# ---- design 1 ----
Fig. 1: design 1, sequential cells colored by netlist name
Other sequential cells in the stronger gray, the rest of the logic in the fainter gray.
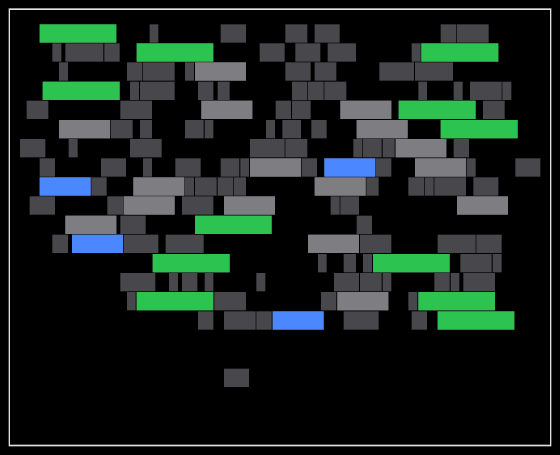

`config.mk`:
```
export PLATFORM = sky130hd
export DESIGN_NAME = nibble_input_port
export DESIGN_NICKNAME = d
export VERILOG_FILES = /design/src/rtl/nibble_input_port.sv
export SDC_FILE = /design/constraint.sdc
export NUM_CORES = 1
export LEC_CHECK = 0
export CORE_ASPECT_RATIO = 0.8
export CORE_UTILIZATION = 30
export CTS_CLUSTER_SIZE = 10
export DETAILED_ROUTE_END_ITERATION = 10
export GPL_TIMING_DRIVEN = 0
export PLACE_DENSITY = 0.55
export REMOVE_ABC_BUFFERS = 1
export SETUP_SLACK_MARGIN = 0.02
export SYNTH_ARGS = -nofsm -noshare
export SYNTH_HDL_FRONTEND = slang
export SYNTH_SLANG_ARGS = --single-unit
```
`constraint.sdc`:
```
create_clock -name clock -period 1.93 [get_ports clock]
set_input_delay 0.386 -clock clock [delete_from_list [all_inputs] [get_ports clock]]
set_output_delay 0.386 -clock clock [all_outputs]
set_load 0.02 [all_outputs]
```
`src/rtl/nibble_input_port.sv`:
```
// Pushbutton input port for the Nibbler IN instruction: synchronizes and debounces four
// buttons, latches press events, and returns them on a uP read strobe (reads clear them).
module nibble_input_port #(
    parameter int DB_CYCLES = 4,
    parameter int CNT_W     = 3,
    parameter int STICKY    = 1
) (
    input  logic       clock,
    input  logic       reset,
    input  logic [3:0] buttons_raw,
    input  logic       rd_en,
    input  logic       phase,
    output logic [3:0] data_out,
    output logic       data_oe,
    output logic       pending,
    output logic [3:0] overrun
);

    localparam logic [CNT_W-1:0] CNT_LAST = CNT_W'(DB_CYCLES - 1);
    localparam logic [CNT_W-1:0] CNT_ONE  = CNT_W'(1);

    logic [3:0]       r_sync1;
    logic [3:0]       r_sync2;
    logic [3:0]       r_db;
    logic [CNT_W-1:0] r_cnt [4];
    logic [3:0]       r_flag;
    logic [3:0]       r_overrun;

    logic             w_rs;
    logic [3:0]       w_rise;
    logic [3:0]       w_rs4;

    assign w_rs  = rd_en & phase;
    assign w_rs4 = {4{w_rs}};

    // A rise is the cycle a held 0->1 difference is finally accepted into r_db.
    always_comb begin
        w_rise = 4'b0000;
        for (int i = 0; i < 4; i++) begin
            w_rise[i] = r_sync2[i] & ~r_db[i] & (r_cnt[i] == CNT_LAST);
        end
    end

    always_ff @(posedge clock) begin
        if (reset) begin
            r_sync1   <= 4'b0000;
            r_sync2   <= 4'b0000;
            r_db      <= 4'b0000;
            r_flag    <= 4'b0000;
            r_overrun <= 4'b0000;
            for (int i = 0; i < 4; i++) begin
                r_cnt[i] <= '0;
            end
        end else begin
            r_sync1 <= buttons_raw;
            r_sync2 <= r_sync1;
            for (int i = 0; i < 4; i++) begin
                if (r_sync2[i] == r_db[i]) begin
                    r_cnt[i] <= '0;
                end else if (r_cnt[i] == CNT_LAST) begin
                    r_db[i]  <= r_sync2[i];
                    r_cnt[i] <= '0;
                end else begin
                    r_cnt[i] <= r_cnt[i] + CNT_ONE;
                end
            end
            // Set wins over the read clear, so a press racing a read survives to the next read.
            r_flag    <= (r_flag & ~w_rs4) | w_rise;
            r_overrun <= (r_overrun & ~w_rs4) | (w_rise & r_flag & ~w_rs4);
        end
    end

    always_comb begin
        data_out = 4'b0000;
        if (w_rs) begin
            data_out = (STICKY != 0) ? r_flag : r_db;
        end
    end

    assign data_oe = w_rs;
    assign pending = |r_flag;
    assign overrun = r_overrun;

endmodule
```
# ---- design 2 ----
==> src/rtl/rv32_encoder_pkg.sv <==
// Purpose: shared RV32I encoder types, immediate range limits and the opcode-to-control lookup.
// Latency: n/a (types and a pure function only).
// Backpressure: n/a.
package rv32_encoder_pkg;

    typedef logic [4:0]  rv32_register_t;
    typedef logic [31:0] rv32_imm_t;
    typedef logic [31:0] rv32_instr_t;

    typedef enum logic [5:0] {
        OP_LUI, OP_AUIPC, OP_JAL, OP_JALR,
        OP_BEQ, OP_BNE, OP_BLT, OP_BGE, OP_BLTU, OP_BGEU,
        OP_LB, OP_LH, OP_LW, OP_LBU, OP_LHU,
        OP_SB, OP_SH, OP_SW,
        OP_ADDI, OP_SLTI, OP_SLTIU, OP_XORI, OP_ORI, OP_ANDI,
        OP_SLLI, OP_SRLI, OP_SRAI,
        OP_ADD, OP_SUB, OP_SLL, OP_SLT, OP_SLTU, OP_XOR, OP_SRL, OP_SRA, OP_OR, OP_AND,
        OP_FENCE, OP_ECALL, OP_EBREAK,
        OP_CSRRW, OP_CSRRS, OP_CSRRC, OP_CSRRWI, OP_CSRRSI, OP_CSRRCI
    } rv32_opcode_enum_t;

    // SH = immediate shifts (shamt in rs2 slot), CSRI = CSR with zimm in rs1 slot
    typedef enum logic [3:0] {
        FMT_R, FMT_I, FMT_SH, FMT_S, FMT_B, FMT_U, FMT_J,
        FMT_CSR, FMT_CSRI, FMT_FENCE, FMT_SYS, FMT_BAD
    } rv32_enc_fmt_t;

    localparam int IMM_I_MIN = -2048;
    localparam int IMM_I_MAX = 2047;
    localparam int IMM_B_MIN = -4096;
    localparam int IMM_B_MAX = 4094;
    localparam int IMM_J_MIN = -(1 << 20);
    localparam int IMM_J_MAX = (1 << 20) - 2;

    typedef struct packed {
        rv32_enc_fmt_t fmt;
        logic [6:0]    opc;
        logic [2:0]    f3;
        logic [6:0]    f7;
    } rv32_enc_ctrl_t;

    // Everything stage 1 hands to stage 2
    typedef struct packed {
        rv32_enc_ctrl_t ctrl;
        logic           trap;
        rv32_register_t rs1;
        rv32_register_t rs2;
        rv32_register_t rd;
        rv32_imm_t      imm;
        logic [4:0]     shamt;
        logic [11:0]    csr;
        logic [4:0]     zimm;
        logic [3:0]     pred;
        logic [3:0]     succ;
    } rv32_enc_s1_t;

    function automatic rv32_enc_ctrl_t rv32_enc_ctrl(input rv32_opcode_enum_t op);
        rv32_enc_ctrl_t c;
        c = '{FMT_BAD, 7'h00, 3'd0, 7'h00};
        case (op)
            OP_LUI:    c = '{FMT_U,     7'h37, 3'd0, 7'h00};
            OP_AUIPC:  c = '{FMT_U,     7'h17, 3'd0, 7'h00};
            OP_JAL:    c = '{FMT_J,     7'h6F, 3'd0, 7'h00};
            OP_JALR:   c = '{FMT_I,     7'h67, 3'd0, 7'h00};
            OP_BEQ:    c = '{FMT_B,     7'h63, 3'd0, 7'h00};
            OP_BNE:    c = '{FMT_B,     7'h63, 3'd1, 7'h00};
            OP_BLT:    c = '{FMT_B,     7'h63, 3'd4, 7'h00};
            OP_BGE:    c = '{FMT_B,     7'h63, 3'd5, 7'h00};
            OP_BLTU:   c = '{FMT_B,     7'h63, 3'd6, 7'h00};
            OP_BGEU:   c = '{FMT_B,     7'h63, 3'd7, 7'h00};
            OP_LB:     c = '{FMT_I,     7'h03, 3'd0, 7'h00};
            OP_LH:     c = '{FMT_I,     7'h03, 3'd1, 7'h00};
            OP_LW:     c = '{FMT_I,     7'h03, 3'd2, 7'h00};
            OP_LBU:    c = '{FMT_I,     7'h03, 3'd4, 7'h00};
            OP_LHU:    c = '{FMT_I,     7'h03, 3'd5, 7'h00};
            OP_SB:     c = '{FMT_S,     7'h23, 3'd0, 7'h00};
            OP_SH:     c = '{FMT_S,     7'h23, 3'd1, 7'h00};
            OP_SW:     c = '{FMT_S,     7'h23, 3'd2, 7'h00};
            OP_ADDI:   c = '{FMT_I,     7'h13, 3'd0, 7'h00};
            OP_SLTI:   c = '{FMT_I,     7'h13, 3'd2, 7'h00};
            OP_SLTIU:  c = '{FMT_I,     7'h13, 3'd3, 7'h00};
            OP_XORI:   c = '{FMT_I,     7'h13, 3'd4, 7'h00};
            OP_ORI:    c = '{FMT_I,     7'h13, 3'd6, 7'h00};
            OP_ANDI:   c = '{FMT_I,     7'h13, 3'd7, 7'h00};
            OP_SLLI:   c = '{FMT_SH,    7'h13, 3'd1, 7'h00};
            OP_SRLI:   c = '{FMT_SH,    7'h13, 3'd5, 7'h00};
            OP_SRAI:   c = '{FMT_SH,    7'h13, 3'd5, 7'h20};
            OP_ADD:    c = '{FMT_R,     7'h33, 3'd0, 7'h00};
            OP_SUB:    c = '{FMT_R,     7'h33, 3'd0, 7'h20};
            OP_SLL:    c = '{FMT_R,     7'h33, 3'd1, 7'h00};
            OP_SLT:    c = '{FMT_R,     7'h33, 3'd2, 7'h00};
            OP_SLTU:   c = '{FMT_R,     7'h33, 3'd3, 7'h00};
            OP_XOR:    c = '{FMT_R,     7'h33, 3'd4, 7'h00};
            OP_SRL:    c = '{FMT_R,     7'h33, 3'd5, 7'h00};
            OP_SRA:    c = '{FMT_R,     7'h33, 3'd5, 7'h20};
            OP_OR:     c = '{FMT_R,     7'h33, 3'd6, 7'h00};
            OP_AND:    c = '{FMT_R,     7'h33, 3'd7, 7'h00};
            OP_FENCE:  c = '{FMT_FENCE, 7'h0F, 3'd0, 7'h00};
            OP_ECALL:  c = '{FMT_SYS,   7'h73, 3'd0, 7'h00};
            OP_EBREAK: c = '{FMT_SYS,   7'h73, 3'd0, 7'h00};
            OP_CSRRW:  c = '{FMT_CSR,   7'h73, 3'd1, 7'h00};
            OP_CSRRS:  c = '{FMT_CSR,   7'h73, 3'd2, 7'h00};
            OP_CSRRC:  c = '{FMT_CSR,   7'h73, 3'd3, 7'h00};
            OP_CSRRWI: c = '{FMT_CSRI,  7'h73, 3'd5, 7'h00};
            OP_CSRRSI: c = '{FMT_CSRI,  7'h73, 3'd6, 7'h00};
            OP_CSRRCI: c = '{FMT_CSRI,  7'h73, 3'd7, 7'h00};
            default:   c = '{FMT_BAD,   7'h00, 3'd0, 7'h00};
        endcase
        return c;
    endfunction

endpackage

==> src/rtl/rv32_encoder_imm_pack.sv <==
// Purpose: overlays the immediate-like fields (imm, shamt, csr, zimm, fence sets) onto a 32-bit word.
// Latency: combinational.
// Backpressure: none; pure function of its inputs.
module rv32_encoder_imm_pack
    import rv32_encoder_pkg::*;
(
    input  rv32_enc_fmt_t fmt,
    input  logic [31:0]   imm,
    input  logic [4:0]    shamt,
    input  logic [11:0]   csr,
    input  logic [4:0]    zimm,
    input  logic [3:0]    pred,
    input  logic [3:0]    succ,
    output logic [31:0]   field
);

    // Scatter the immediate bits into their format-specific slots; all other bits stay zero
    always_comb begin
        field = '0;
        case (fmt)
            FMT_I:  field[31:20] = imm[11:0];
            FMT_SH: field[24:20] = shamt;
            FMT_S: begin
                field[31:25] = imm[11:5];
                field[11:7]  = imm[4:0];
            end
            FMT_B: begin
                field[31]    = imm[12];
                field[30:25] = imm[10:5];
                field[11:8]  = imm[4:1];
                field[7]     = imm[11];
            end
            FMT_U:  field[31:12] = imm[31:12];
            FMT_J: begin
                field[31]    = imm[20];
                field[30:21] = imm[10:1];
                field[20]    = imm[11];
                field[19:12] = imm[19:12];
            end
            // SYS carries funct12 (0 = ECALL, 1 = EBREAK) in the csr slot
            FMT_CSR, FMT_SYS: field[31:20] = csr;
            FMT_CSRI: begin
                field[31:20] = csr;
                field[19:15] = zimm;
            end
            FMT_FENCE: begin
                field[27:24] = pred;
                field[23:20] = succ;
            end
            default: field = '0;
        endcase
    end

endmodule

==> src/rtl/rv32_encoder.sv <==
// Purpose: packs decoded RV32I fields into a 32-bit instruction word, flagging illegal encodes.
// Latency: 2 cycles from input handshake to out_valid; 1 word/cycle when unstalled.
// Backpressure: in_ready combinational from out_ready; both stages hold while out_ready is low.
module rv32_encoder
    import rv32_encoder_pkg::*;
#(
    parameter int          CNT_W      = 32,
    parameter logic [31:0] TRAP_INSTR = 32'h0000_0000
) (
    input  logic              clk,
    input  logic              rst,
    input  logic              flush,
    input  logic              in_valid,
    output logic              in_ready,
    input  rv32_opcode_enum_t rv_opcode,
    input  rv32_register_t    rv_rs1,
    input  rv32_register_t    rv_rs2,
    input  rv32_register_t    rv_rd,
    input  rv32_imm_t         rv_imm,
    input  logic [4:0]        rv_shamt,
    input  logic [11:0]       rv_csr,
    input  logic [4:0]        rv_zimm,
    input  logic [3:0]        rv_fence_pred,
    input  logic [3:0]        rv_fence_succ,
    output logic              out_valid,
    input  logic              out_ready,
    output rv32_instr_t       instr,
    output logic              enc_trap,
    output logic [CNT_W-1:0]  instr_cnt,
    output logic [CNT_W-1:0]  trap_cnt
);

    logic               s1_v;
    logic               s2_v;
    logic               s1_adv;
    logic               deliver;
    rv32_enc_s1_t       s1_d;
    rv32_enc_s1_t       s1_q;
    logic signed [31:0] imm_s;
    logic [31:0]        imm_field;
    logic [31:0]        pack_word;

    assign s1_adv    = !s2_v || out_ready;
    assign in_ready  = !s1_v || s1_adv;
    assign out_valid = s2_v;
    assign deliver   = s2_v && out_ready && !flush;
    assign imm_s     = $signed(rv_imm);

    // Stage 1: classify the opcode and range-check the immediate for that format
    always_comb begin
        s1_d       = '0;
        s1_d.ctrl  = rv32_enc_ctrl(rv_opcode);
        s1_d.rs1   = rv_rs1;
        s1_d.rs2   = rv_rs2;
        s1_d.rd    = rv_rd;
        s1_d.imm   = rv_imm;
        s1_d.shamt = rv_shamt;
        s1_d.csr   = rv_csr;
        s1_d.zimm  = rv_zimm;
        s1_d.pred  = rv_fence_pred;
        s1_d.succ  = rv_fence_succ;
        if (s1_d.ctrl.fmt == FMT_SYS) begin
            s1_d.csr = {11'd0, rv_opcode == OP_EBREAK};
        end
        case (s1_d.ctrl.fmt)
            FMT_I, FMT_S: s1_d.trap = (imm_s < IMM_I_MIN) || (imm_s > IMM_I_MAX);
            FMT_B:        s1_d.trap = (imm_s < IMM_B_MIN) || (imm_s > IMM_B_MAX) || rv_imm[0];
            FMT_J:        s1_d.trap = (imm_s < IMM_J_MIN) || (imm_s > IMM_J_MAX) || rv_imm[0];
            FMT_U:        s1_d.trap = |rv_imm[11:0];
            FMT_BAD:      s1_d.trap = 1'b1;
            default:      s1_d.trap = 1'b0;
        endcase
    end

    rv32_encoder_imm_pack u_imm_pack (
        .fmt   (s1_q.ctrl.fmt),
        .imm   (s1_q.imm),
        .shamt (s1_q.shamt),
        .csr   (s1_q.csr),
        .zimm  (s1_q.zimm),
        .pred  (s1_q.pred),
        .succ  (s1_q.succ),
        .field (imm_field)
    );

    // Stage 2: lay register/funct fields over the immediate overlay, or substitute the trap word
    always_comb begin
        pack_word      = imm_field;
        pack_word[6:0] = s1_q.ctrl.opc;
        if (s1_q.ctrl.fmt != FMT_U && s1_q.ctrl.fmt != FMT_J) begin
            pack_word[14:12] = s1_q.ctrl.f3;
        end
        case (s1_q.ctrl.fmt)
            FMT_R: begin
                pack_word[31:25] = s1_q.ctrl.f7;
                pack_word[24:20] = s1_q.rs2;
                pack_word[19:15] = s1_q.rs1;
                pack_word[11:7]  = s1_q.rd;
            end
            FMT_SH: begin
                pack_word[31:25] = s1_q.ctrl.f7;
                pack_word[19:15] = s1_q.rs1;
                pack_word[11:7]  = s1_q.rd;
            end
            FMT_I, FMT_CSR, FMT_FENCE: begin
                pack_word[19:15] = s1_q.rs1;
                pack_word[11:7]  = s1_q.rd;
            end
            FMT_S, FMT_B: begin
                pack_word[24:20] = s1_q.rs2;
                pack_word[19:15] = s1_q.rs1;
            end
            FMT_U, FMT_J, FMT_CSRI: pack_word[11:7] = s1_q.rd;
            default: pack_word = pack_word;
        endcase
        if (s1_q.trap) begin
            pack_word = TRAP_INSTR;
        end
    end

    // Pipeline registers; flush empties both stages and wins over any handshake
    always_ff @(posedge clk or negedge rst) begin
        if (!rst) begin
            s1_v     <= 1'b0;
            s2_v     <= 1'b0;
            s1_q     <= '0;
            instr    <= '0;
            enc_trap <= 1'b0;
        end else if (flush) begin
            s1_v <= 1'b0;
            s2_v <= 1'b0;
        end else begin
            if (s1_adv) begin
                s2_v <= s1_v;
                if (s1_v) begin
                    instr    <= pack_word;
                    enc_trap <= s1_q.trap;
                end
            end
            if (in_ready) begin
                s1_v <= in_valid;
                if (in_valid) begin
                    s1_q <= s1_d;
                end
            end
        end
    end

    // Delivery counters, wrapping; a trapped word bumps both
    always_ff @(posedge clk or negedge rst) begin
        if (!rst) begin
            instr_cnt <= '0;
            trap_cnt  <= '0;
        end else if (deliver) begin
            instr_cnt <= instr_cnt + CNT_W'(1);
            if (enc_trap) begin
                trap_cnt <= trap_cnt + CNT_W'(1);
            end
        end
    end

endmodule

==> config.mk <==
export PLATFORM = sky130hd
export DESIGN_NAME = rv32_encoder
export DESIGN_NICKNAME = d
export VERILOG_FILES = /design/src/rtl/rv32_encoder_pkg.sv /design/src/rtl/rv32_encoder_imm_pack.sv /design/src/rtl/rv32_encoder.sv
export SDC_FILE = /design/constraint.sdc
export NUM_CORES = 1
export LEC_CHECK = 0
export CAP_MARGIN = 20
export CORE_UTILIZATION = 45
export CTS_CLUSTER_SIZE = 28
export DETAILED_ROUTE_END_ITERATION = 10
export GPL_ROUTABILITY_DRIVEN = 1
export PLACE_DENSITY = 0.69
export SETUP_SLACK_MARGIN = 0.05
export SYNTH_ARGS = -nofsm -noshare
export SYNTH_HDL_FRONTEND = slang
export SYNTH_SLANG_ARGS = --single-unit
==> constraint.sdc <==
create_clock -name clk -period 2.3 [get_ports clk]
set_input_delay 0.345 -clock clk [delete_from_list [all_inputs] [get_ports clk]]
set_output_delay 0.345 -clock clk [all_outputs]
set_load 0.05 [all_outputs]
# ---- design 3 ----
===== src/rtl/bidiag_band_extract_if.sv =====
// Handshake/bus bundle between the bidiagonalization core, the band extractor
// and the downstream SVD stage.
interface bidiag_band_extract_if #(
  parameter int BIT_NUM = 18
);
  logic                      valid_i;
  logic signed [BIT_NUM-1:0] R_i;
  logic signed [BIT_NUM-1:0] I_i;
  logic signed [BIT_NUM-1:0] R_o;
  logic signed [BIT_NUM-1:0] I_o;
  logic [2:0]                idx_o;
  logic                      last_o;
  logic                      valid_o;
  logic                      ready_i;
  logic                      residue_o;
  logic                      overrun_o;

  modport master (
    output valid_i, R_i, I_i, ready_i,
    input  R_o, I_o, idx_o, last_o, valid_o, residue_o, overrun_o
  );

  modport slave (
    input  valid_i, R_i, I_i, ready_i,
    output R_o, I_o, idx_o, last_o, valid_o, residue_o, overrun_o
  );
endinterface


===== src/rtl/bidiag_band_extract.sv =====
// Collects a 4x4 row-major complex frame, keeps the 7 bidiagonal band entries,
// flags off-band residue above THRESH and drains the band over valid/ready.
module bidiag_band_extract #(
  parameter int                 BIT_NUM      = 18,
  parameter int                 CHANNEL_SIZE = 16,
  parameter logic [BIT_NUM-1:0] THRESH       = 64
) (
  input logic                   clk,
  input logic                   rst_n,
  bidiag_band_extract_if.slave  bus
);

  localparam int                 CNT_W    = $clog2(CHANNEL_SIZE);
  localparam int                 BAND_N   = 7;
  localparam logic [CNT_W-1:0]   LAST_CNT = CNT_W'(CHANNEL_SIZE - 1);
  localparam logic [2:0]         LAST_IDX = 3'(BAND_N - 1);
  localparam logic [BIT_NUM:0]   THR_EXT  = {1'b0, THRESH};

  typedef enum logic {COLLECT, DRAIN} state_t;

  state_t                    state_q, state_d;
  logic [CNT_W-1:0]          cnt_q, cnt_d;
  logic                      resid_q, resid_d;
  logic                      ovr_q, ovr_d;
  logic signed [BIT_NUM-1:0] band_r_q [BAND_N];
  logic signed [BIT_NUM-1:0] band_r_d [BAND_N];
  logic signed [BIT_NUM-1:0] band_i_q [BAND_N];
  logic signed [BIT_NUM-1:0] band_i_d [BAND_N];
  logic                      valid_q, valid_d;
  logic signed [BIT_NUM-1:0] r_o_q, r_o_d;
  logic signed [BIT_NUM-1:0] i_o_q, i_o_d;
  logic [2:0]                idx_q, idx_d;
  logic                      last_q, last_d;

  logic [3:0]                slot;
  logic [2:0]                nxt_idx;

  // {hit, band index}: diagonal when col==row, superdiagonal when col==row+1
  function automatic logic [3:0] band_slot(input logic [CNT_W-1:0] c);
    logic [1:0] row;
    logic [1:0] col;
    logic       hit;
    logic [2:0] idx;
    row = c[3:2];
    col = c[1:0];
    hit = ({1'b0, col} == {1'b0, row}) || ({1'b0, col} == ({1'b0, row} + 3'd1));
    idx = {row, 1'b0} + {2'b00, (col != row)};
    return {hit, idx};
  endfunction

  // One extra bit so that the most negative sample has a representable magnitude
  function automatic logic [BIT_NUM:0] mag(input logic signed [BIT_NUM-1:0] x);
    logic signed [BIT_NUM:0] ext;
    ext = {x[BIT_NUM-1], x};
    return ext[BIT_NUM] ? $unsigned(-ext) : $unsigned(ext);
  endfunction

  always_comb begin
    state_d  = state_q;
    cnt_d    = cnt_q;
    resid_d  = resid_q;
    ovr_d    = ovr_q;
    band_r_d = band_r_q;
    band_i_d = band_i_q;
    valid_d  = valid_q;
    r_o_d    = r_o_q;
    i_o_d    = i_o_q;
    idx_d    = idx_q;
    last_d   = last_q;
    slot     = band_slot(cnt_q);
    nxt_idx  = idx_q + 3'd1;

    case (state_q)
      COLLECT: begin
        if (bus.valid_i) begin
          if (slot[3]) begin
            band_r_d[slot[2:0]] = bus.R_i;
            band_i_d[slot[2:0]] = bus.I_i;
          end else if ((mag(bus.R_i) > THR_EXT) || (mag(bus.I_i) > THR_EXT)) begin
            resid_d = 1'b1;
          end
          cnt_d = cnt_q + 1'b1;
          // Entry 0 was stored long ago, so the first beat can be presented at once
          if (cnt_q == LAST_CNT) begin
            state_d = DRAIN;
            valid_d = 1'b1;
            idx_d   = 3'd0;
            last_d  = 1'b0;
            r_o_d   = band_r_q[0];
            i_o_d   = band_i_q[0];
          end
        end
      end
      DRAIN: begin
        if (bus.valid_i) begin
          ovr_d = 1'b1;
        end
        if (bus.ready_i) begin
          if (idx_q == LAST_IDX) begin
            state_d = COLLECT;
            valid_d = 1'b0;
            idx_d   = 3'd0;
            last_d  = 1'b0;
            r_o_d   = '0;
            i_o_d   = '0;
            cnt_d   = '0;
            resid_d = 1'b0;
          end else begin
            idx_d  = nxt_idx;
            r_o_d  = band_r_q[nxt_idx];
            i_o_d  = band_i_q[nxt_idx];
            last_d = (nxt_idx == LAST_IDX);
          end
        end
      end
      default: state_d = COLLECT;
    endcase
  end

  always_ff @(posedge clk or negedge rst_n) begin
    if (!rst_n) begin
      state_q <= COLLECT;
      cnt_q   <= '0;
      resid_q <= 1'b0;
      ovr_q   <= 1'b0;
      for (int k = 0; k < BAND_N; k++) begin
        band_r_q[k] <= '0;
        band_i_q[k] <= '0;
      end
      valid_q <= 1'b0;
      r_o_q   <= '0;
      i_o_q   <= '0;
      idx_q   <= 3'd0;
      last_q  <= 1'b0;
    end else begin
      state_q  <= state_d;
      cnt_q    <= cnt_d;
      resid_q  <= resid_d;
      ovr_q    <= ovr_d;
      band_r_q <= band_r_d;
      band_i_q <= band_i_d;
      valid_q  <= valid_d;
      r_o_q    <= r_o_d;
      i_o_q    <= i_o_d;
      idx_q    <= idx_d;
      last_q   <= last_d;
    end
  end

  assign bus.R_o       = r_o_q;
  assign bus.I_o       = i_o_q;
  assign bus.idx_o     = idx_q;
  assign bus.last_o    = last_q;
  assign bus.valid_o   = valid_q;
  assign bus.residue_o = valid_q & resid_q;
  assign bus.overrun_o = ovr_q;

endmodule


===== src/flat_wrapper.sv =====
// flat-port wrapper written by rule: the top's interface ports become plain ports
module bidiag_band_extract_flat 
#(
  parameter int                 BIT_NUM      = 18,
  parameter int                 CHANNEL_SIZE = 16,
  parameter logic [BIT_NUM-1:0] THRESH       = 64
)
  (clk, rst_n, bus_valid_i, bus_R_i, bus_I_i, bus_ready_i, bus_R_o, bus_I_o, bus_idx_o, bus_last_o, bus_valid_o, bus_residue_o, bus_overrun_o);
  bidiag_band_extract_if #(.BIT_NUM(BIT_NUM)) bus_i ();
  input logic clk;
  input logic rst_n;
  input wire logic [$bits(bus_i.valid_i)-1:0] bus_valid_i;
  input wire logic [$bits(bus_i.R_i)-1:0] bus_R_i;
  input wire logic [$bits(bus_i.I_i)-1:0] bus_I_i;
  input wire logic [$bits(bus_i.ready_i)-1:0] bus_ready_i;
  output wire logic [$bits(bus_i.R_o)-1:0] bus_R_o;
  output wire logic [$bits(bus_i.I_o)-1:0] bus_I_o;
  output wire logic [$bits(bus_i.idx_o)-1:0] bus_idx_o;
  output wire logic [$bits(bus_i.last_o)-1:0] bus_last_o;
  output wire logic [$bits(bus_i.valid_o)-1:0] bus_valid_o;
  output wire logic [$bits(bus_i.residue_o)-1:0] bus_residue_o;
  output wire logic [$bits(bus_i.overrun_o)-1:0] bus_overrun_o;
  assign bus_i.valid_i = bus_valid_i;
  assign bus_i.R_i = bus_R_i;
  assign bus_i.I_i = bus_I_i;
  assign bus_i.ready_i = bus_ready_i;
  assign bus_R_o = bus_i.R_o;
  assign bus_I_o = bus_i.I_o;
  assign bus_idx_o = bus_i.idx_o;
  assign bus_last_o = bus_i.last_o;
  assign bus_valid_o = bus_i.valid_o;
  assign bus_residue_o = bus_i.residue_o;
  assign bus_overrun_o = bus_i.overrun_o;
  bidiag_band_extract #(.BIT_NUM(BIT_NUM), .CHANNEL_SIZE(CHANNEL_SIZE), .THRESH(THRESH)) u_core (.clk(clk), .rst_n(rst_n), .bus(bus_i));
endmodule

===== config.mk =====
export PLATFORM = sky130hd
export DESIGN_NAME = bidiag_band_extract_flat
export DESIGN_NICKNAME = d
export VERILOG_FILES = /design/src/rtl/bidiag_band_extract_if.sv /design/src/rtl/bidiag_band_extract.sv /design/src/flat_wrapper.sv
export SDC_FILE = /design/constraint.sdc
export NUM_CORES = 1
export LEC_CHECK = 0
export ABC_CLOCK_PERIOD_IN_PS = 4480
export CAP_MARGIN = 20
export CORE_MARGIN = 4
export CORE_UTILIZATION = 60
export CTS_CLUSTER_SIZE = 24
export DETAILED_ROUTE_END_ITERATION = 8
export PLACE_DENSITY = 0.82
export SKIP_CTS_REPAIR_TIMING = 1
export SYNTH_ARGS = -nofsm -noshare
export SYNTH_HDL_FRONTEND = slang
export SYNTH_SLANG_ARGS = --single-unit
export TNS_END_PERCENT = 10

===== constraint.sdc =====
create_clock -name clk -period 4.48 [get_ports clk]
set_input_delay 0.448 -clock clk [delete_from_list [all_inputs] [get_ports clk]]
set_output_delay 0.448 -clock clk [all_outputs]
set_load 0.02 [all_outputs]

# ---- design 4 ----
$ cat config.mk
export PLATFORM = sky130hd
export DESIGN_NAME = param_reg_file
export DESIGN_NICKNAME = d
export VERILOG_FILES = /design/src/rtl/param_reg_file.sv
export SDC_FILE = /design/constraint.sdc
export NUM_CORES = 1
export LEC_CHECK = 0
export CAP_MARGIN = 20
export CELL_PAD_IN_SITES_DETAIL_PLACEMENT = 0
export CELL_PAD_IN_SITES_GLOBAL_PLACEMENT = 1
export CORE_ASPECT_RATIO = 1.75
export CORE_UTILIZATION = 55
export CTS_CLUSTER_SIZE = 28
export DETAILED_ROUTE_END_ITERATION = 10
export MAX_ROUTING_LAYER = met4
export PLACE_DENSITY_LB_ADDON = 0.1
export SLEW_MARGIN = 15
export SYNTH_ARGS = -nofsm -noshare
export SYNTH_HDL_FRONTEND = slang
export SYNTH_SLANG_ARGS = --single-unit
$ cat constraint.sdc
create_clock -name clk -period 5.6 [get_ports clk]
set_input_delay 1.12 -clock clk [delete_from_list [all_inputs] [get_ports clk]]
set_output_delay 1.12 -clock clk [all_outputs]
set_load 0.03 [all_outputs]
$ cat src/rtl/param_reg_file.sv
// Parametrised multi-port register file with combinational driven read ports,
// write-to-read bypass, optional hardwired-zero R0 and a sequential bulk-clear engine.
module param_reg_file #(
    parameter  int WIDTH     = 16,
    parameter  int DEPTH     = 16,
    parameter  int NUM_RD    = 2,
    parameter  int ZERO_REG0 = 1,
    localparam int AW        = $clog2(DEPTH)
) (
    input  logic                    clk,
    input  logic                    rst,
    input  logic                    wr_en,
    input  logic [AW-1:0]           wr_addr,
    input  logic [WIDTH-1:0]        wr_data,
    input  logic [NUM_RD-1:0]       rd_en,
    input  logic [NUM_RD*AW-1:0]    rd_addr,
    output logic [NUM_RD*WIDTH-1:0] rd_data,
    input  logic                    clr_req,
    output logic                    clr_busy,
    output logic                    wr_drop
);

    // state | meaning
    // IDLE  | normal operation: writes, bypass, clear request accepted
    // CLEAR | zeroing mem[cnt] one entry per cycle; writes dropped, no bypass
    typedef enum logic {IDLE, CLEAR} state_t;

    localparam logic [AW-1:0] LAST = AW'(DEPTH - 1);

    state_t              state, state_nxt;
    logic [AW-1:0]       cnt, cnt_nxt;
    logic [WIDTH-1:0]    mem [DEPTH];
    logic                wr_ok;
    logic                r0_hit;
    logic [AW-1:0]       ra;

    assign r0_hit   = (ZERO_REG0 != 0) && (wr_addr == '0);
    assign wr_ok    = wr_en && (state == IDLE) && !r0_hit;
    assign clr_busy = (state == CLEAR);

    always_ff @(posedge clk or negedge rst) begin
        if (!rst) begin
            state   <= IDLE;
            cnt     <= '0;
            wr_drop <= 1'b0;
        end else begin
            state   <= state_nxt;
            cnt     <= cnt_nxt;
            wr_drop <= wr_en && (state == CLEAR);
        end
    end

    always_comb begin
        state_nxt = state;
        cnt_nxt   = cnt;
        case (state)
            IDLE: begin
                if (clr_req) begin
                    state_nxt = CLEAR;
                    cnt_nxt   = '0;
                end
            end
            CLEAR: begin
                cnt_nxt = cnt + AW'(1);
                if (cnt == LAST) state_nxt = IDLE;
            end
            default: state_nxt = IDLE;
        endcase
    end

    // Clear and write never coincide: writes are only accepted in IDLE.
    always_ff @(posedge clk or negedge rst) begin
        if (!rst) begin
            for (int i = 0; i < DEPTH; i++) mem[i] <= '0;
        end else begin
            for (int i = 0; i < DEPTH; i++) begin
                if ((state == CLEAR) && (cnt == AW'(i)))
                    mem[i] <= '0;
                else if (wr_ok && (wr_addr == AW'(i)))
                    mem[i] <= wr_data;
            end
        end
    end

    always_comb begin
        rd_data = '0;
        ra      = '0;
        for (int p = 0; p < NUM_RD; p++) begin
            ra = rd_addr[p*AW +: AW];
            if (rd_en[p] && !((ZERO_REG0 != 0) && (ra == '0))) begin
                if ((state == IDLE) && wr_en && (wr_addr == ra))
                    rd_data[p*WIDTH +: WIDTH] = wr_data;
                else
                    rd_data[p*WIDTH +: WIDTH] = mem[ra];
            end
        end
    end

endmodule


==> layout pictures side by side <==
M3 wires.
image #1
The bar under the picture is 20 µm long.
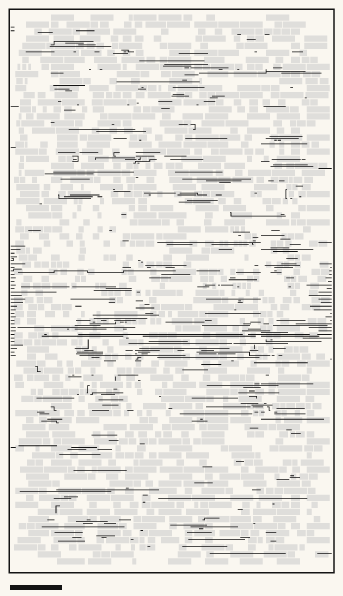
image #2
The bar under the picture is 50 µm long.
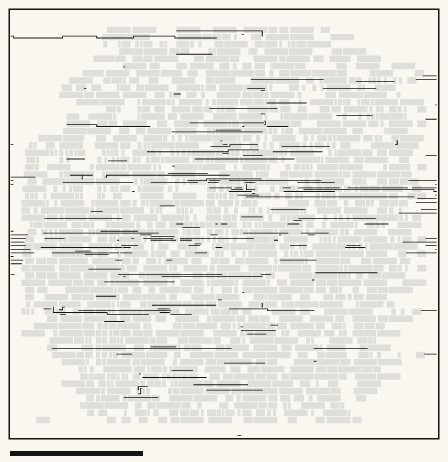
image #3
The bar under the picture is 20 µm long.
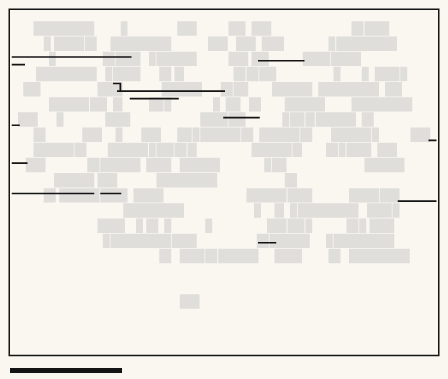
image #4
The bar under the picture is 50 µm long.
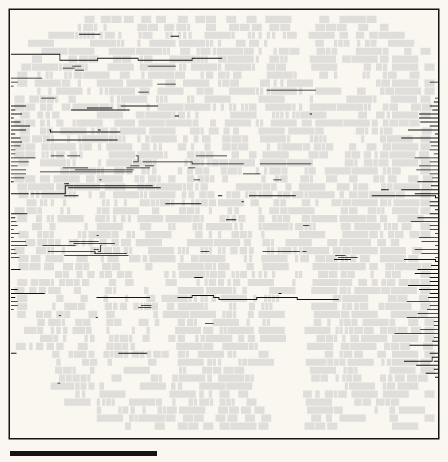
- design 3 = image #2
- design 4 = image #1
- design 2 = image #4
- design 1 = image #3
Of these, smallest die: image #3

Key to image #3:
nets with wire on the layer: 8
longest straight run: 21.2 µm
wire length on this layer: 99.6 µm
share of all routed wire: 4.4%

Fig. 2: design 4, the metal 1 layer
The bar under the picture is 20 µm long.
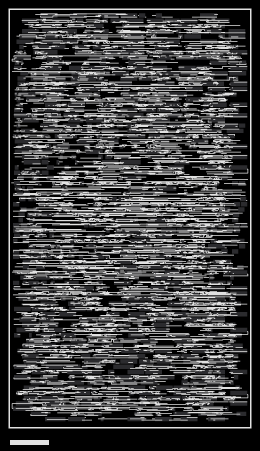
share of all routed wire: 36%
longest straight run: 59.6 µm
nets with wire on the layer: 1078
wire length on this layer: 18900 µm
main direction: horizontal
Routed WL: 52.0 mm
routing usage on met1: 0.482
DR vias: 11100

==> impl_metrics.env, design 4 <==
# physical design summary
export IMPL_grt_first_pass_wirelength_mm=77.8
export IMPL_r2r_start="clr_busy"
export IMPL_pwr_share_seq=0.407
export IMPL_hold_depth=1
export IMPL_pre_cts_ws_ns=0.213
export IMPL_powerSeq_mw=2.48
export IMPL_gp_congestion=0.989
export IMPL_synth_cell_types=46
export IMPL_antenna_found_initial=0
export IMPL_netSwitchingPower_mw=2.02
export IMPL_tool_warnings=31
export IMPL_wl_met2_mm=25.6
export IMPL_yosysWarnings=0
export IMPL_start_kind="primary input"
export IMPL_crit_required_ns=4.48
export IMPL_ys_sh_simple=0.0520
export IMPL_port_buffers=67
export IMPL_numClockSinks=262
export IMPL_final_core_util=0.624
export IMPL_r2r_end="mem[107]"
export IMPL_clock_skew_ns=0.0238
export IMPL_drt_vias_per_instance=7.50
export IMPL_crit_family="buffers and inverters"
export IMPL_syn_inst=1131
export IMPL_status="complete, no violations"
export IMPL_cts_hold_buf=0
export IMPL_met1Wirelength_mm=18.9
export IMPL_tns_ns=0
export IMPL_cts_reportedPaths_clkPinSlew_ns=0.06
export IMPL_p_clk_mw=2.01
export IMPL_combinationalPower_mw=1.60
export IMPL_mux_area_frac=0.190
export IMPL_die_area_um2=26900
export IMPL_largest_area_cell="dfrtp_1"
export IMPL_final_area_um2=16100
export IMPL_ys_cells=1131
export IMPL_syn_avg_cell_area_um2=12.8
export IMPL_critPathArrivalTime_ns=4.39
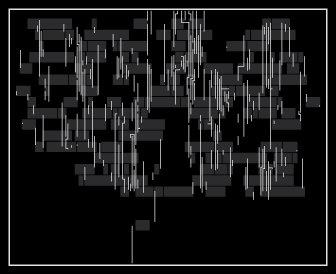
Fig. 3. The metal 2 layer (design 1).
nets with wire on the layer: 137
longest straight run: 30.6 µm
share of all routed wire: 48%
wire length on this layer: 1090 µm
main direction: vertical
Routed WL: 2.27 mm
met2 GRT Util: 0.173
DR vias: 912

Notes on Fig. 1 above:
[green] r_cnt | sequential cells: 12
[blue] r_sync1 | sequential cells: 4
not colored: 16
storage element area: 761 µm²
sequential fraction of total cell area: 0.448
seq pwr: 727 µW

==> impl_metrics.env, design 1 <==
# physical design summary
export IMPL_cap_violations=0
export IMPL_status="complete, no violations"
export IMPL_period_minus_slack_ns=1.86
export IMPL_final_core_util=0.402
export IMPL_worst_slew_pin_slew_ns=1.24
export IMPL_adder_share=0.112
export IMPL_pre_cts_ws_ns=-0.301
export IMPL_numCtsBuffers=5
export IMPL_cts_tree="built"
export IMPL_wl_met2_mm=1.09
export IMPL_crit_buf_inv=3
export IMPL_worstHoldPathType="flop to flop"
export IMPL_pwr_share_seq=0.546
export IMPL_die_height_um=61.8
export IMPL_power_leakage_nw=0.673
export IMPL_pwr_share_comb=0.059
export IMPL_slew_headroom=0.172
export IMPL_seq_cells=32
export IMPL_synth_area_um2=1340
export IMPL_wl_met3_um=99
export IMPL_clock_latency_late_pin_ns=0.29
export IMPL_syn_to_final_growth_pct=26.7
export IMPL_crit_cells=4
export IMPL_ys_sh_simple=0.211
export IMPL_slowest_delay_ns=0.55
export IMPL_hold_depth=1
export IMPL_root_buffer="clkbuf_8"
export IMPL_port_buffers=17
export IMPL_crit_required_ns=1.54
export IMPL_post_cts_repair_setup_buffers=0
export IMPL_cts_resized=9
export IMPL_mux_area_frac=0.0299
export IMPL_internal_power_mw=1.04
export IMPL_grt_max_degree=33
export IMPL_path_max_fanout=5
Fig. 4: design 2, placed standard cells
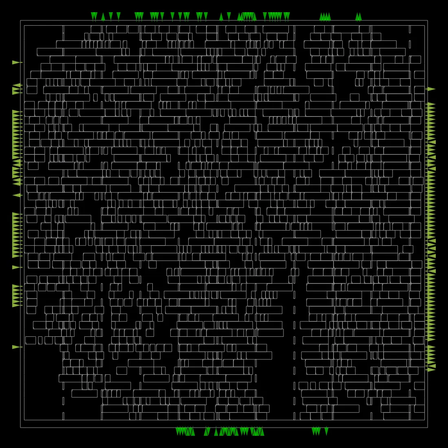
Core Region: 20300 µm²
final std cells w/o fill: 1522
flop count: 190
final core utilization: 0.619

==> impl_metrics.env, design 2 <==
# physical design summary
export IMPL_numClockSinks=190
export IMPL_die_height_um=146
export IMPL_compound_area_frac=0.138
export IMPL_yosysWarnings=0
export IMPL_finalCritPeriodShare=0.918
export IMPL_nFillCells=1753
export IMPL_internal_power_mw=6.25
export IMPL_path_max_fanout=12
export IMPL_crit_cells=6
export IMPL_largest_registers="s1_q (92), instr_cnt (32), trap_cnt (32)"
export IMPL_maxSlewViolCount=0
export IMPL_final_area_um2=12600
export IMPL_fp_util=0.460
export IMPL_gp_congestion=0.836
export IMPL_syn_avg_cell_area_um2=9.29
export IMPL_status="complete, no violations"
export IMPL_syn_inst=1004
export IMPL_n_all_buffers=272
export IMPL_critPathLaunch="s1_q[97]"
export IMPL_p_clk_mw=2.86
export IMPL_rsz0062_at_grt="false"
export IMPL_pwr_share_seq=0.430
export IMPL_clockBufferCount=19
export IMPL_cp_cell_sequence="inv_1, nor2_1, a32o_1, a222oi_1, o211ai_1, a22o_1"
export IMPL_mux_area_frac=0.0247
export IMPL_clock_latency_late_pin_ns=0.43
export IMPL_seq_share=0.378
export IMPL_yosysSeqAreaShare=0.510
export IMPL_end_kind="flop"
export IMPL_slowest_delay_ns=0.53
export IMPL_r2r_start="s1_q[97]"
export IMPL_layout_nonclk_buf_frac=0.205
export IMPL_overflow=0
export IMPL_top_power_group="sequential cells"
export IMPL_use_met1=0.322
export IMPL_numCtsBuffers=17
export IMPL_power_density_nw_per_um2=751
export IMPL_drt_iter0_drc=452
export IMPL_grt_pass1_vias=7992
export IMPL_worstHoldPathType="primary input to async pin"
export IMPL_grt_first_pass_wirelength_mm=40.4
export IMPL_top_cell="nand2_1"
export IMPL_use_met2=0.404
export IMPL_final_nets=1336
export IMPL_tns_ns=0
export IMPL_largest_register_ffs=92
export IMPL_crit_required_ns=2.62
export IMPL_clock_power_share=0.303
export IMPL_tool_warnings=32
export IMPL_top_usage_layer="met2"
export IMPL_rrSetupSlack_ns=0.19
export IMPL_die_x_um=146
export IMPL_top_logic_kind="simple AND/OR/NAND/NOR gates"
export IMPL_pre_cts_ws_ns=-0.401
export IMPL_worst_slew_pin_slew_ns=0.603
export IMPL_edf_count=0
export IMPL_ios=187
export IMPL_drt_vias_per_instance=5.37
export IMPL_synth_cell_types=65
export IMPL_post_cts_repair_setup_buffers=0
export IMPL_top_register="s1_q"
export IMPL_cts_tree="built"
export IMPL_top_area_frac=0.510
export IMPL_h_tree_depth=4
export IMPL_port_buffers=186
export IMPL_tap_cells=270
export IMPL_wl_met2_mm=12.0
export IMPL_regArea_um2=4760
Fig. 5: design 3, sequential cells colored by netlist name
Other sequential cells in the stronger gray, the rest of the logic in the fainter gray.
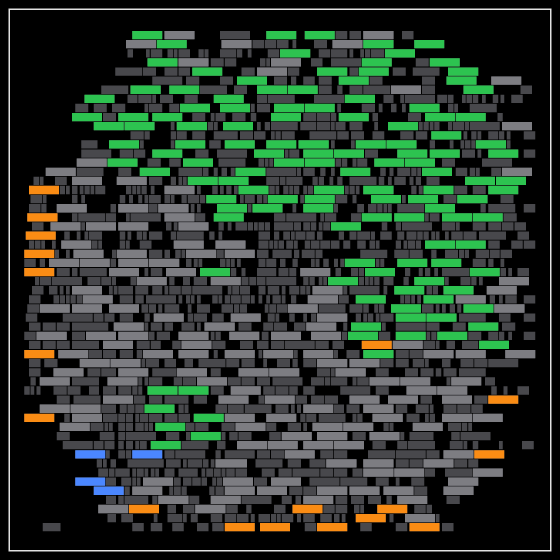
[green] u_core.band_r_q | sequential cells: 126
[blue] u_core.cnt_q | sequential cells: 4 | where: bottom left
[orange] u_core.bus.I_o | sequential cells: 18
sequential fraction of total cell area: 0.463
final core utilization: 0.710

Fig. 6: design 3, placed standard cells
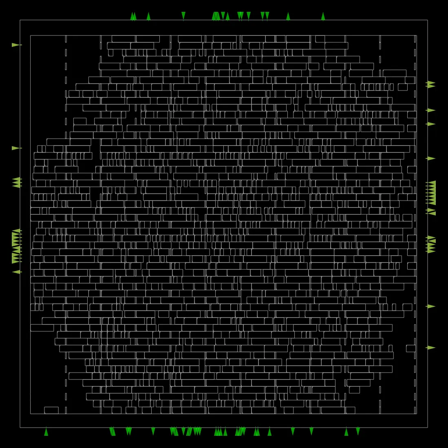
final std cells w/o fill: 1593
Core Region: 22800 µm²
Core Rows: 55
Layout fillers: 1600

==> impl_metrics.env, design 3 <==
# physical design summary
export IMPL_wl_met3_mm=2.08
export IMPL_top_cell="dfrtp_1"
export IMPL_syn_nets=1272
export IMPL_pwr_share_comb=0.374
export IMPL_mux_area_frac=0.228
export IMPL_detail_route_drc_violations=0
export IMPL_numClockSinks=300
export IMPL_power_leakage_nw=7.15
export IMPL_drtPass1Iterations=5
export IMPL_compound_area_frac=0.102
export IMPL_largest_area_cell="dfrtp_1"
export IMPL_dominant_cells="registers"
export IMPL_netSwitchingPower_mw=3.85
export IMPL_yosysWarnings=0
export IMPL_track_usage=0.264
export IMPL_hold_viol=53
export IMPL_hold_slack_ns=-0.0295
export IMPL_final_clk_cell_share=0.0629
export IMPL_violations="hold timing"
export IMPL_yosysSeqAreaShare=0.533
export IMPL_ys_ff=300
export IMPL_die_x_um=161
export IMPL_syn_inst=1222
export IMPL_finalCritPeriodShare=0.651
export IMPL_worstHoldPathType="primary input to async pin"
export IMPL_crit_path_top_delay_cell="nand2_2"
export IMPL_tool_warnings=33
export IMPL_drive_gt1_frac=0.238
export IMPL_status="finished with violations"
export IMPL_h_tree_depth=1
export IMPL_cap_violations=0
export IMPL_ant_nets=0
export IMPL_fp_util=0.616
export IMPL_ys_sh_simple=0.0903
export IMPL_top_power_group="sequential cells"
export IMPL_drt_wirelength_per_cell_um=21.2
export IMPL_clockBufferCount=50
export IMPL_syn_avg_cell_area_um2=11.5
export IMPL_root_buffer="clkbuf_16"


==> gallery <==
The metal 2 layer.
Plate I
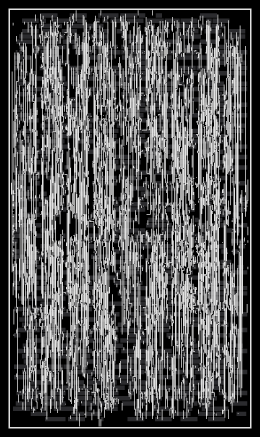
Plate II
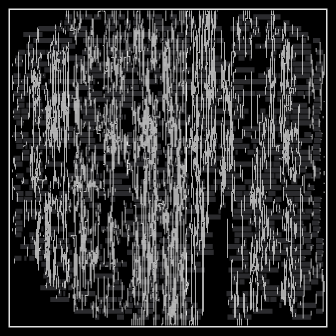
Plate III
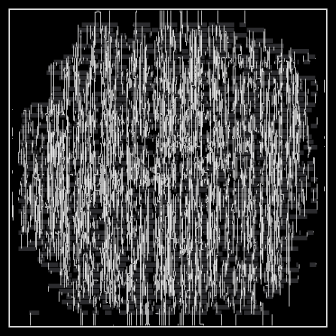
Plate II comes from design 2.
Plate III comes from design 3.
Plate I comes from design 4.

Key to Plate I:
share of all routed wire: 49%
nets with wire on the layer: 1073
longest straight run: 104 µm
wire length on this layer: 25.6 mm


==> layout pictures side by side <==
The metal 1 layer.
(a)
The bar under the picture is 50 µm long.
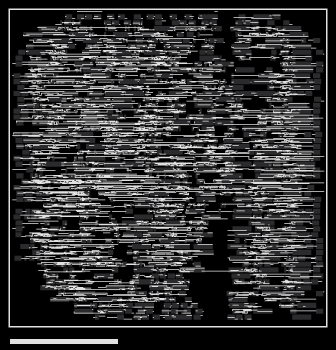
(b)
The bar under the picture is 50 µm long.
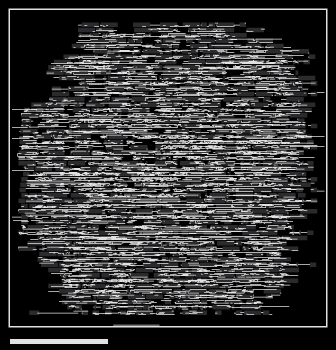
(c)
The bar under the picture is 20 µm long.
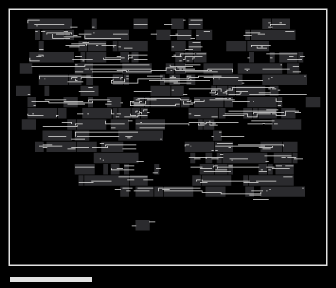
| from | picture |
|---|---|
| design 3 | (b) |
| design 1 | (c) |
| design 2 | (a) |
The one with the smallest die is (c).
The one with the largest die is (b).

Key to (c):
nets with wire on the layer: 152
share of all routed wire: 45%

Power is estimated from default activity; no workload was simulated.
